==================== edge_gen_flat
Fig. 1: edge_gen_flat, track usage over the die
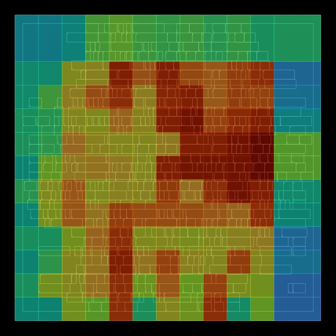

[src/rtl/edge_gen_if.sv]
// Control and waveform signals of the edge generator, grouped for port use.
// Master drives the train request and parameters; slave is the generator itself.
interface edge_gen_if #(
    parameter int CNT_WIDTH = 16,
    parameter int NUM_WIDTH = 8
);
    logic                 start_i;
    logic                 abort_i;
    logic [CNT_WIDTH-1:0] high_i;
    logic [CNT_WIDTH-1:0] low_i;
    logic [NUM_WIDTH-1:0] num_i;
    logic                 dat_o;
    logic                 re_o;
    logic                 fe_o;
    logic                 busy_o;
    logic                 done_o;

    modport master (
        output start_i, abort_i, high_i, low_i, num_i,
        input  dat_o, re_o, fe_o, busy_o, done_o
    );

    modport slave (
        input  start_i, abort_i, high_i, low_i, num_i,
        output dat_o, re_o, fe_o, busy_o, done_o
    );
endinterface

[src/rtl/edge_gen.sv]
// Purpose: programmable pulse-train generator (high/low lengths, pulse count, abort).
// Latency: dat_o/re_o/busy_o rise on the same edge that accepts start_i.
// Backpressure: none; start_i is ignored while busy, abort_i always wins.
module edge_gen #(
    parameter int CNT_WIDTH = 16,
    parameter int NUM_WIDTH = 8
) (
    input  logic        clk_i,
    input  logic        rst_i,
    edge_gen_if.slave   bus
);

    typedef enum logic [1:0] {
        IDLE = 2'd0,
        HIGH = 2'd1,
        LOW  = 2'd2
    } state_t;

    state_t               state, state_nxt;
    logic [CNT_WIDTH-1:0] cnt, cnt_nxt;
    logic [CNT_WIDTH-1:0] hi_len, hi_len_nxt;
    logic [CNT_WIDTH-1:0] lo_len, lo_len_nxt;
    logic [NUM_WIDTH-1:0] rem, rem_nxt;
    logic                 cont, cont_nxt;
    logic                 dat_nxt, re_nxt, fe_nxt, done_nxt, busy_nxt;
    logic                 start_ok;

    assign start_ok = bus.start_i && !bus.abort_i &&
                      (bus.high_i != '0) && (bus.low_i != '0);

    always_comb begin
        state_nxt  = state;
        cnt_nxt    = cnt;
        hi_len_nxt = hi_len;
        lo_len_nxt = lo_len;
        rem_nxt    = rem;
        cont_nxt   = cont;
        dat_nxt    = bus.dat_o;
        re_nxt     = 1'b0;
        fe_nxt     = 1'b0;
        done_nxt   = 1'b0;

        case (state)
            IDLE: begin
                dat_nxt = 1'b0;
                if (start_ok) begin
                    state_nxt  = HIGH;
                    cnt_nxt    = bus.high_i;
                    hi_len_nxt = bus.high_i;
                    lo_len_nxt = bus.low_i;
                    rem_nxt    = bus.num_i;
                    cont_nxt   = (bus.num_i == '0);
                    dat_nxt    = 1'b1;
                    re_nxt     = 1'b1;
                end
            end
            HIGH: begin
                if (bus.abort_i) begin
                    state_nxt = IDLE;
                    cnt_nxt   = '0;
                    dat_nxt   = 1'b0;
                    fe_nxt    = 1'b1;
                end else if (cnt == CNT_WIDTH'(1)) begin
                    state_nxt = LOW;
                    cnt_nxt   = lo_len;
                    dat_nxt   = 1'b0;
                    fe_nxt    = 1'b1;
                end else begin
                    cnt_nxt = cnt - 1'b1;
                end
            end
            LOW: begin
                if (bus.abort_i) begin
                    state_nxt = IDLE;
                    cnt_nxt   = '0;
                    dat_nxt   = 1'b0;
                end else if (cnt == CNT_WIDTH'(1)) begin
                    // Continuous trains never touch rem, so it cannot wrap.
                    if (cont || (rem != NUM_WIDTH'(1))) begin
                        state_nxt = HIGH;
                        cnt_nxt   = hi_len;
                        dat_nxt   = 1'b1;
                        re_nxt    = 1'b1;
                        if (!cont) begin
                            rem_nxt = rem - 1'b1;
                        end
                    end else begin
                        state_nxt = IDLE;
                        cnt_nxt   = '0;
                        rem_nxt   = '0;
                        done_nxt  = 1'b1;
                    end
                end else begin
                    cnt_nxt = cnt - 1'b1;
                end
            end
            default: begin
                state_nxt = IDLE;
                cnt_nxt   = '0;
                dat_nxt   = 1'b0;
            end
        endcase

        busy_nxt = (state_nxt != IDLE);
    end

    always_ff @(posedge clk_i or posedge rst_i) begin
        if (rst_i) begin
            state      <= IDLE;
            cnt        <= '0;
            hi_len     <= '0;
            lo_len     <= '0;
            rem        <= '0;
            cont       <= 1'b0;
            bus.dat_o  <= 1'b0;
            bus.re_o   <= 1'b0;
            bus.fe_o   <= 1'b0;
            bus.busy_o <= 1'b0;
            bus.done_o <= 1'b0;
        end else begin
            state      <= state_nxt;
            cnt        <= cnt_nxt;
            hi_len     <= hi_len_nxt;
            lo_len     <= lo_len_nxt;
            rem        <= rem_nxt;
            cont       <= cont_nxt;
            bus.dat_o  <= dat_nxt;
            bus.re_o   <= re_nxt;
            bus.fe_o   <= fe_nxt;
            bus.busy_o <= busy_nxt;
            bus.done_o <= done_nxt;
        end
    end

endmodule

[src/flat_wrapper.sv]
// flat-port wrapper written by rule: the top's interface ports become plain ports
module edge_gen_flat 
#(
    parameter int CNT_WIDTH = 16,
    parameter int NUM_WIDTH = 8
)
  (clk_i, rst_i, bus_start_i, bus_abort_i, bus_high_i, bus_low_i, bus_num_i, bus_dat_o, bus_re_o, bus_fe_o, bus_busy_o, bus_done_o);
  edge_gen_if #(.CNT_WIDTH(CNT_WIDTH), .NUM_WIDTH(NUM_WIDTH)) bus_i ();
  input  logic clk_i;
  input  logic rst_i;
  input wire logic [$bits(bus_i.start_i)-1:0] bus_start_i;
  input wire logic [$bits(bus_i.abort_i)-1:0] bus_abort_i;
  input wire logic [$bits(bus_i.high_i)-1:0] bus_high_i;
  input wire logic [$bits(bus_i.low_i)-1:0] bus_low_i;
  input wire logic [$bits(bus_i.num_i)-1:0] bus_num_i;
  output wire logic [$bits(bus_i.dat_o)-1:0] bus_dat_o;
  output wire logic [$bits(bus_i.re_o)-1:0] bus_re_o;
  output wire logic [$bits(bus_i.fe_o)-1:0] bus_fe_o;
  output wire logic [$bits(bus_i.busy_o)-1:0] bus_busy_o;
  output wire logic [$bits(bus_i.done_o)-1:0] bus_done_o;
  assign bus_i.start_i = bus_start_i;
  assign bus_i.abort_i = bus_abort_i;
  assign bus_i.high_i = bus_high_i;
  assign bus_i.low_i = bus_low_i;
  assign bus_i.num_i = bus_num_i;
  assign bus_dat_o = bus_i.dat_o;
  assign bus_re_o = bus_i.re_o;
  assign bus_fe_o = bus_i.fe_o;
  assign bus_busy_o = bus_i.busy_o;
  assign bus_done_o = bus_i.done_o;
  edge_gen #(.CNT_WIDTH(CNT_WIDTH), .NUM_WIDTH(NUM_WIDTH)) u_core (.clk_i(clk_i), .rst_i(rst_i), .bus(bus_i));
endmodule
[config.mk]
export PLATFORM = sky130hd
export DESIGN_NAME = edge_gen_flat
export DESIGN_NICKNAME = d
export VERILOG_FILES = /design/src/rtl/edge_gen_if.sv /design/src/rtl/edge_gen.sv /design/src/flat_wrapper.sv
export SDC_FILE = /design/constraint.sdc
export NUM_CORES = 1
export LEC_CHECK = 0
export ABC_CLOCK_PERIOD_IN_PS = 2400
export CORE_MARGIN = 2
export CORE_UTILIZATION = 50
export DETAILED_ROUTE_END_ITERATION = 10
export PLACE_DENSITY = 0.86
export SYNTH_ARGS = -nofsm -noshare
export SYNTH_HDL_FRONTEND = slang
export SYNTH_SLANG_ARGS = --single-unit
[constraint.sdc]
create_clock -name clk_i -period 2.4 [get_ports clk_i]
set_input_delay 0.72 -clock clk_i [delete_from_list [all_inputs] [get_ports clk_i]]
set_output_delay 0.72 -clock clk_i [all_outputs]
set_load 0.02 [all_outputs]
==================== param_seq_detector
==> src/rtl/param_seq_detector.sv <==
// Serial pattern detector with a run-time loadable pattern and length, optional
// overlapping matches, and a saturating match counter.
module param_seq_detector #(
    parameter int                 PAT_W   = 8,
    parameter int                 CNT_W   = 8,
    parameter logic [PAT_W-1:0]   DEF_PAT = PAT_W'(8'b0000_0110),
    parameter int                 DEF_LEN = 4,
    localparam int                LEN_W   = $clog2(PAT_W + 1)
) (
    input  logic             clk,
    input  logic             rst,
    input  logic             x,
    input  logic             in_valid,
    input  logic             overlap,
    input  logic             cfg_load,
    input  logic [PAT_W-1:0] cfg_pattern,
    input  logic [LEN_W-1:0] cfg_len,
    input  logic             cnt_clr,
    output logic             z,
    output logic [CNT_W-1:0] match_count
);

    logic [PAT_W-1:0] hist;
    logic [PAT_W-1:0] pattern;
    logic [LEN_W-1:0] len;
    logic [LEN_W-1:0] fill;

    logic [PAT_W-1:0] hist_next;
    logic [LEN_W-1:0] fill_next;
    logic [PAT_W-1:0] mask;
    logic             hit;

    function automatic logic [CNT_W-1:0] sat_inc(input logic [CNT_W-1:0] c);
        return (&c) ? c : c + CNT_W'(1);
    endfunction

    function automatic logic [LEN_W-1:0] clamp_len(input logic [LEN_W-1:0] l);
        return (l > LEN_W'(PAT_W)) ? LEN_W'(PAT_W) : l;
    endfunction

    always_comb begin
        hist_next = {hist[PAT_W-2:0], x};
        fill_next = (fill == LEN_W'(PAT_W)) ? fill : fill + LEN_W'(1);
        mask      = '0;
        for (int i = 0; i < PAT_W; i++) begin
            mask[i] = (i < int'(len));
        end
        // Only the newest len bits take part; fill guards against matching reset zeros.
        hit = in_valid && !cfg_load && (len != '0) && (fill_next >= len) &&
              (((hist_next ^ pattern) & mask) == '0);
    end

    always_ff @(posedge clk or posedge rst) begin
        if (rst) begin
            hist        <= '0;
            fill        <= '0;
            pattern     <= DEF_PAT;
            len         <= LEN_W'(DEF_LEN);
            z           <= 1'b0;
            match_count <= '0;
        end else begin
            if (cfg_load) begin
                pattern <= cfg_pattern;
                len     <= clamp_len(cfg_len);
                hist    <= '0;
                fill    <= '0;
                z       <= 1'b0;
            end else if (in_valid) begin
                hist <= hist_next;
                fill <= (hit && !overlap) ? '0 : fill_next;
                z    <= hit;
            end else begin
                z <= 1'b0;
            end

            if (cnt_clr) begin
                match_count <= hit ? CNT_W'(1) : '0;
            end else if (hit) begin
                match_count <= sat_inc(match_count);
            end
        end
    end

endmodule

==> config.mk <==
export PLATFORM = sky130hd
export DESIGN_NAME = param_seq_detector
export DESIGN_NICKNAME = d
export VERILOG_FILES = /design/src/rtl/param_seq_detector.sv
export SDC_FILE = /design/constraint.sdc
export NUM_CORES = 1
export LEC_CHECK = 0
export CORE_MARGIN = 10
export CORE_UTILIZATION = 47
export CTS_CLUSTER_DIAMETER = 50
export DETAILED_ROUTE_END_ITERATION = 7
export PLACE_DENSITY_LB_ADDON = 0.08
export REMOVE_ABC_BUFFERS = 1
export SYNTH_ARGS = -nofsm -noshare
export SYNTH_HDL_FRONTEND = slang
export SYNTH_SLANG_ARGS = --single-unit
export TNS_END_PERCENT = 20
==> constraint.sdc <==
create_clock -name clk -period 2.38 [get_ports clk]
set_clock_uncertainty 0.05 [all_clocks]
set_input_delay 0.476 -clock clk [delete_from_list [all_inputs] [get_ports clk]]
set_output_delay 0.476 -clock clk [all_outputs]
set_load 0.02 [all_outputs]
Fig. 2: edge_gen_flat, gate-type map
(4 px per micron)
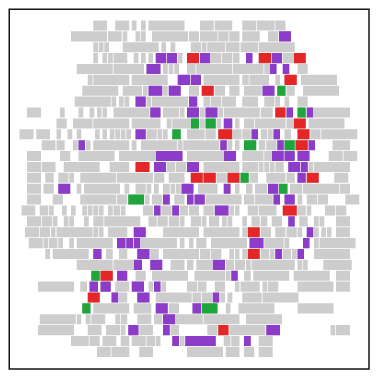
legend:
  non-inverting ao/oa cells:
    colour: red
    cells: 21
    most_used: a22o_1
  and/or cells:
    colour: green
    cells: 13
    most_used: or3_1
  aoi and oai cells:
    colour: purple
    cells: 84
    most_used: a21oi_1
most instantiated logic cell after routing: nand2_1
logic share of the area: 40.35%
Finished Layout Cells: 623

Fig. 3: edge_gen_flat, cell classes on the final placement
(4 px per micron) Fill, decap, tap and diode cells in grey.
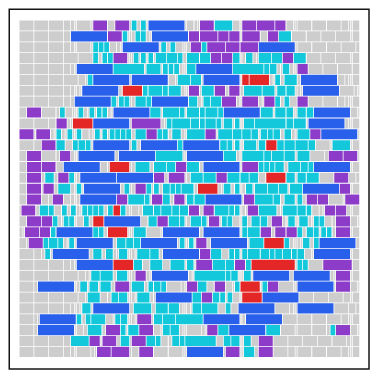
legend:
  sequential cells:
    colour: blue
    cells: 64
    share_of_their_area: 33%
  remaining buffers and delay cells:
    colour: purple
    cells: 111
    share_of_their_area: 21%
  remaining logic cells:
    colour: cyan
    cells: 333
    share_of_their_area: 42%
  clock drivers and dummy loads:
    colour: red
    cells: 16
    share_of_their_area: 4.3%
post-route cell area: 4980 sq um
post-layout util: 69.40%
core area: 7176 sq um
# rows: 31

About Fig. 1:
WL/cell: 17.91 microns
GRT met1 Usage: 40.36%
gr usage total: 28.36%
grt met2 use: 42.38%
met3 usage: 5.263%

==> run notes, edge_gen_flat <==
run metrics: crit path max fanout 5, vias in the first global route 3528, gpl congestion 0.9420, Residual DRC 0, leading area contributor after synthesis dfrtp_1, flip-flops with a built-in enable 0, fillers 527, simple share 28.58%, fin crit period 2.337 ns, worst hold stages 2, Tcrit/Tclk final 97.36%, H-Tree Depth 3, async set-reset flop share out of synthesis 100.0%, Worst Setup SP bus_high_i[8], status finished, final reports clean, final wirelength 11.16 mm, xor/xnor share 0.7179%, crit path kind in2reg, #FFs+latches synth 64, first-pass GRT wire length 17.33 mm, # IOs 49, crit path capture type flop, Buffers & Inverters on Critical Path 3, vias 3867, most numerous logic cells after layout 121 x nand2_1, 64 x dfrtp_1, 57 x buf_4, hold crit path type reg2reg, Top Registers u_core.cnt: 16 flops, u_core.hi_len: 16 flops, u_core.lo_len: 16 flops, final setup TNS 0 ns, worst vdd ir 0.3347 mV
==> edge_gen_flat: report_power, final <==
| group | switching (mW) | internal [mW] |
|---|---|---|
| registers | 0.221 | 1.29 |
| logic | 0.510 | 0.480 |
| clock network | 0.441 | 0.532 |
==> edge_gen_flat: routing by layer <==
| layer | part of all wire [%] | GRT usage (%) | up-vias | wire, microns |
|---|---|---|---|---|
| met1 | 42 | 40.36 | 1841 | 4689 |
| met2 | 46 | 42.38 | 244 | 5135 |
| met5 | 0 | 0 | - | 0 |
| met4 | 3.5 | 12.08 | 0 | 387 |
| met3 | 8.5 | 5.263 | 51 | 946 |
| li1 | - | - | 1731 | - |
==> edge_gen_flat: timing repair <==
| action | 4_1_cts | 5_1_grt |
|---|---|---|
| setup endpoints to repair | 15 | 54 |
| pin swaps | 0 | 6 |
| cloned | 0 | 2 |
| resized | 6 | 23 |
==> edge_gen_flat: cell type report <==
class / count / area (sq um) / share of cell area [%]
inverter: 8 / 30.03 / 0.6030
multi-input combinational: 325 / 2009 / 40.35
timing repair buffer: 111 / 1008 / 20.25
sequential: 64 / 1602 / 32.16
clock inverter: 5 / 55.05 / 1.106
tap: 99 / 123.9 / 2.487
clock buffer: 11 / 151.4 / 3.040
Fig. 4: param_seq_detector, gate-type map
(4 px per micron)
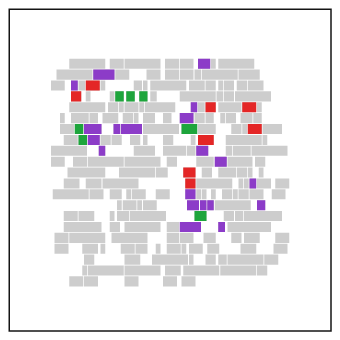
legend:
  aoi and oai cells:
    colour: purple
    cells: 20
    most_used: o21ai_0
  non-inverting ao/oa cells:
    colour: red
    cells: 8
    most_used: a21o_1
  and/or cells:
    colour: green
    cells: 7
    most_used: and3_1

==> run notes, param_seq_detector <==
run metrics: status complete, but fails checks, failing checks setup timing, vias per cell 5.412, Final Setup Violations 13, worst r2r src fill[1], async set-reset flop share out of synthesis 100.0%, first-pass GRT wire length 7.155 mm, crit-path max cell delay 0.43 ns, Pre-Place Util 49.67%, post-route cell area 2357 sq um, gr usage total 14.17%, placed cells 243, n_diodes 0, Routed Antenna Nets 0, Final Worst Setup Slack -0.2733 ns, Pre-antenna DRT Iters 4, #FFs+latches synth 32, Most common reg cell dfrtp_1, vias in the first global route 1491, crit path kind reg2reg, total die size 6413 sq um, hold violation total from the final report 0, Fmax 376.9 MHz
==> param_seq_detector: worst max-delay path by stage <==
stage / slack (ns) / to / from / cells after the start
CTS: -0.27 / match_count[6] / fill[1] / 13
finish: -0.27 / match_count[7] / fill[1] / 13
global placement: -0.23 / match_count[6] / fill[0] / 13
floorplan: -0.23 / match_count[5] / fill[0] / 12
detailed placement: -0.42 / match_count[6] / fill[0] / 13
global route: -0.37 / match_count[1] / fill[0] / 13
==> param_seq_detector: placed cells by master, fill, tap and decap left out, types with 3 or more instances in the layout <==
master           netlist  final
nor2_1                18     16
dfstp_2                3      3
nand2_1                6      5
and3_1                 3      3
o21ai_0                8      5
xor2_1                 8      8
a21o_1                 3      3
clkbuf_4               0      5
nand2b_1               4      3
inv_1                 11      9
buf_4                  0     20
nand3_1                5      4
mux2i_1                8      8
ha_1                   7      5
dfrtp_1               29     29
clkdlybuf4s50_1        0     27
nor2b_1                3      3
mux2_2                 8      8
==> param_seq_detector: per-layer routing <==
metal	global-route usage (%)	share of wire [%]	up-vias	wire [microns]
met5	0	0	-	0
met4	4.577	2.1	0	90
met3	6.125	5.8	10	247
met2	21.99	49	40	2070
met1	17.24	43	680	1832
li1	-	-	661	-


==> gallery <==
Metal 3.
(6 px per micron)
(a)
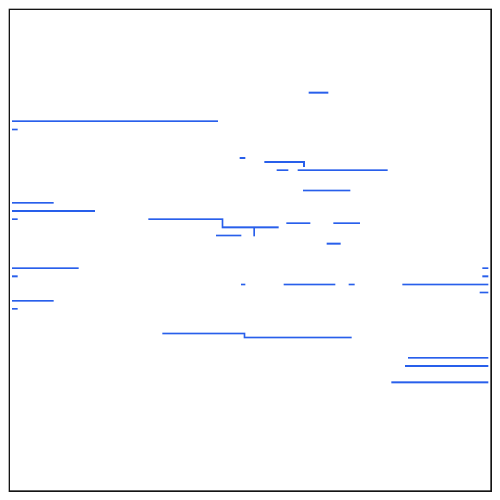
(b)
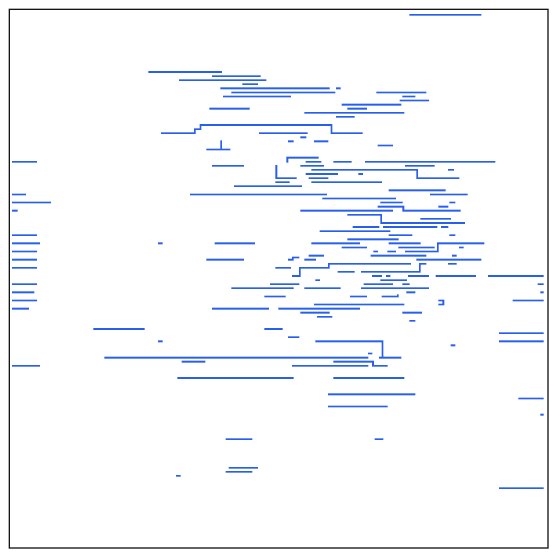
Of these, largest die: (b)
For param_seq_detector, see (a).
For edge_gen_flat, see (b).

Key to (a):
main direction: horizontal
wire length on this layer: 247 microns
longest straight run: 34.0 microns
nets with wire on the layer: 25
share of all routed wire: 5.8%

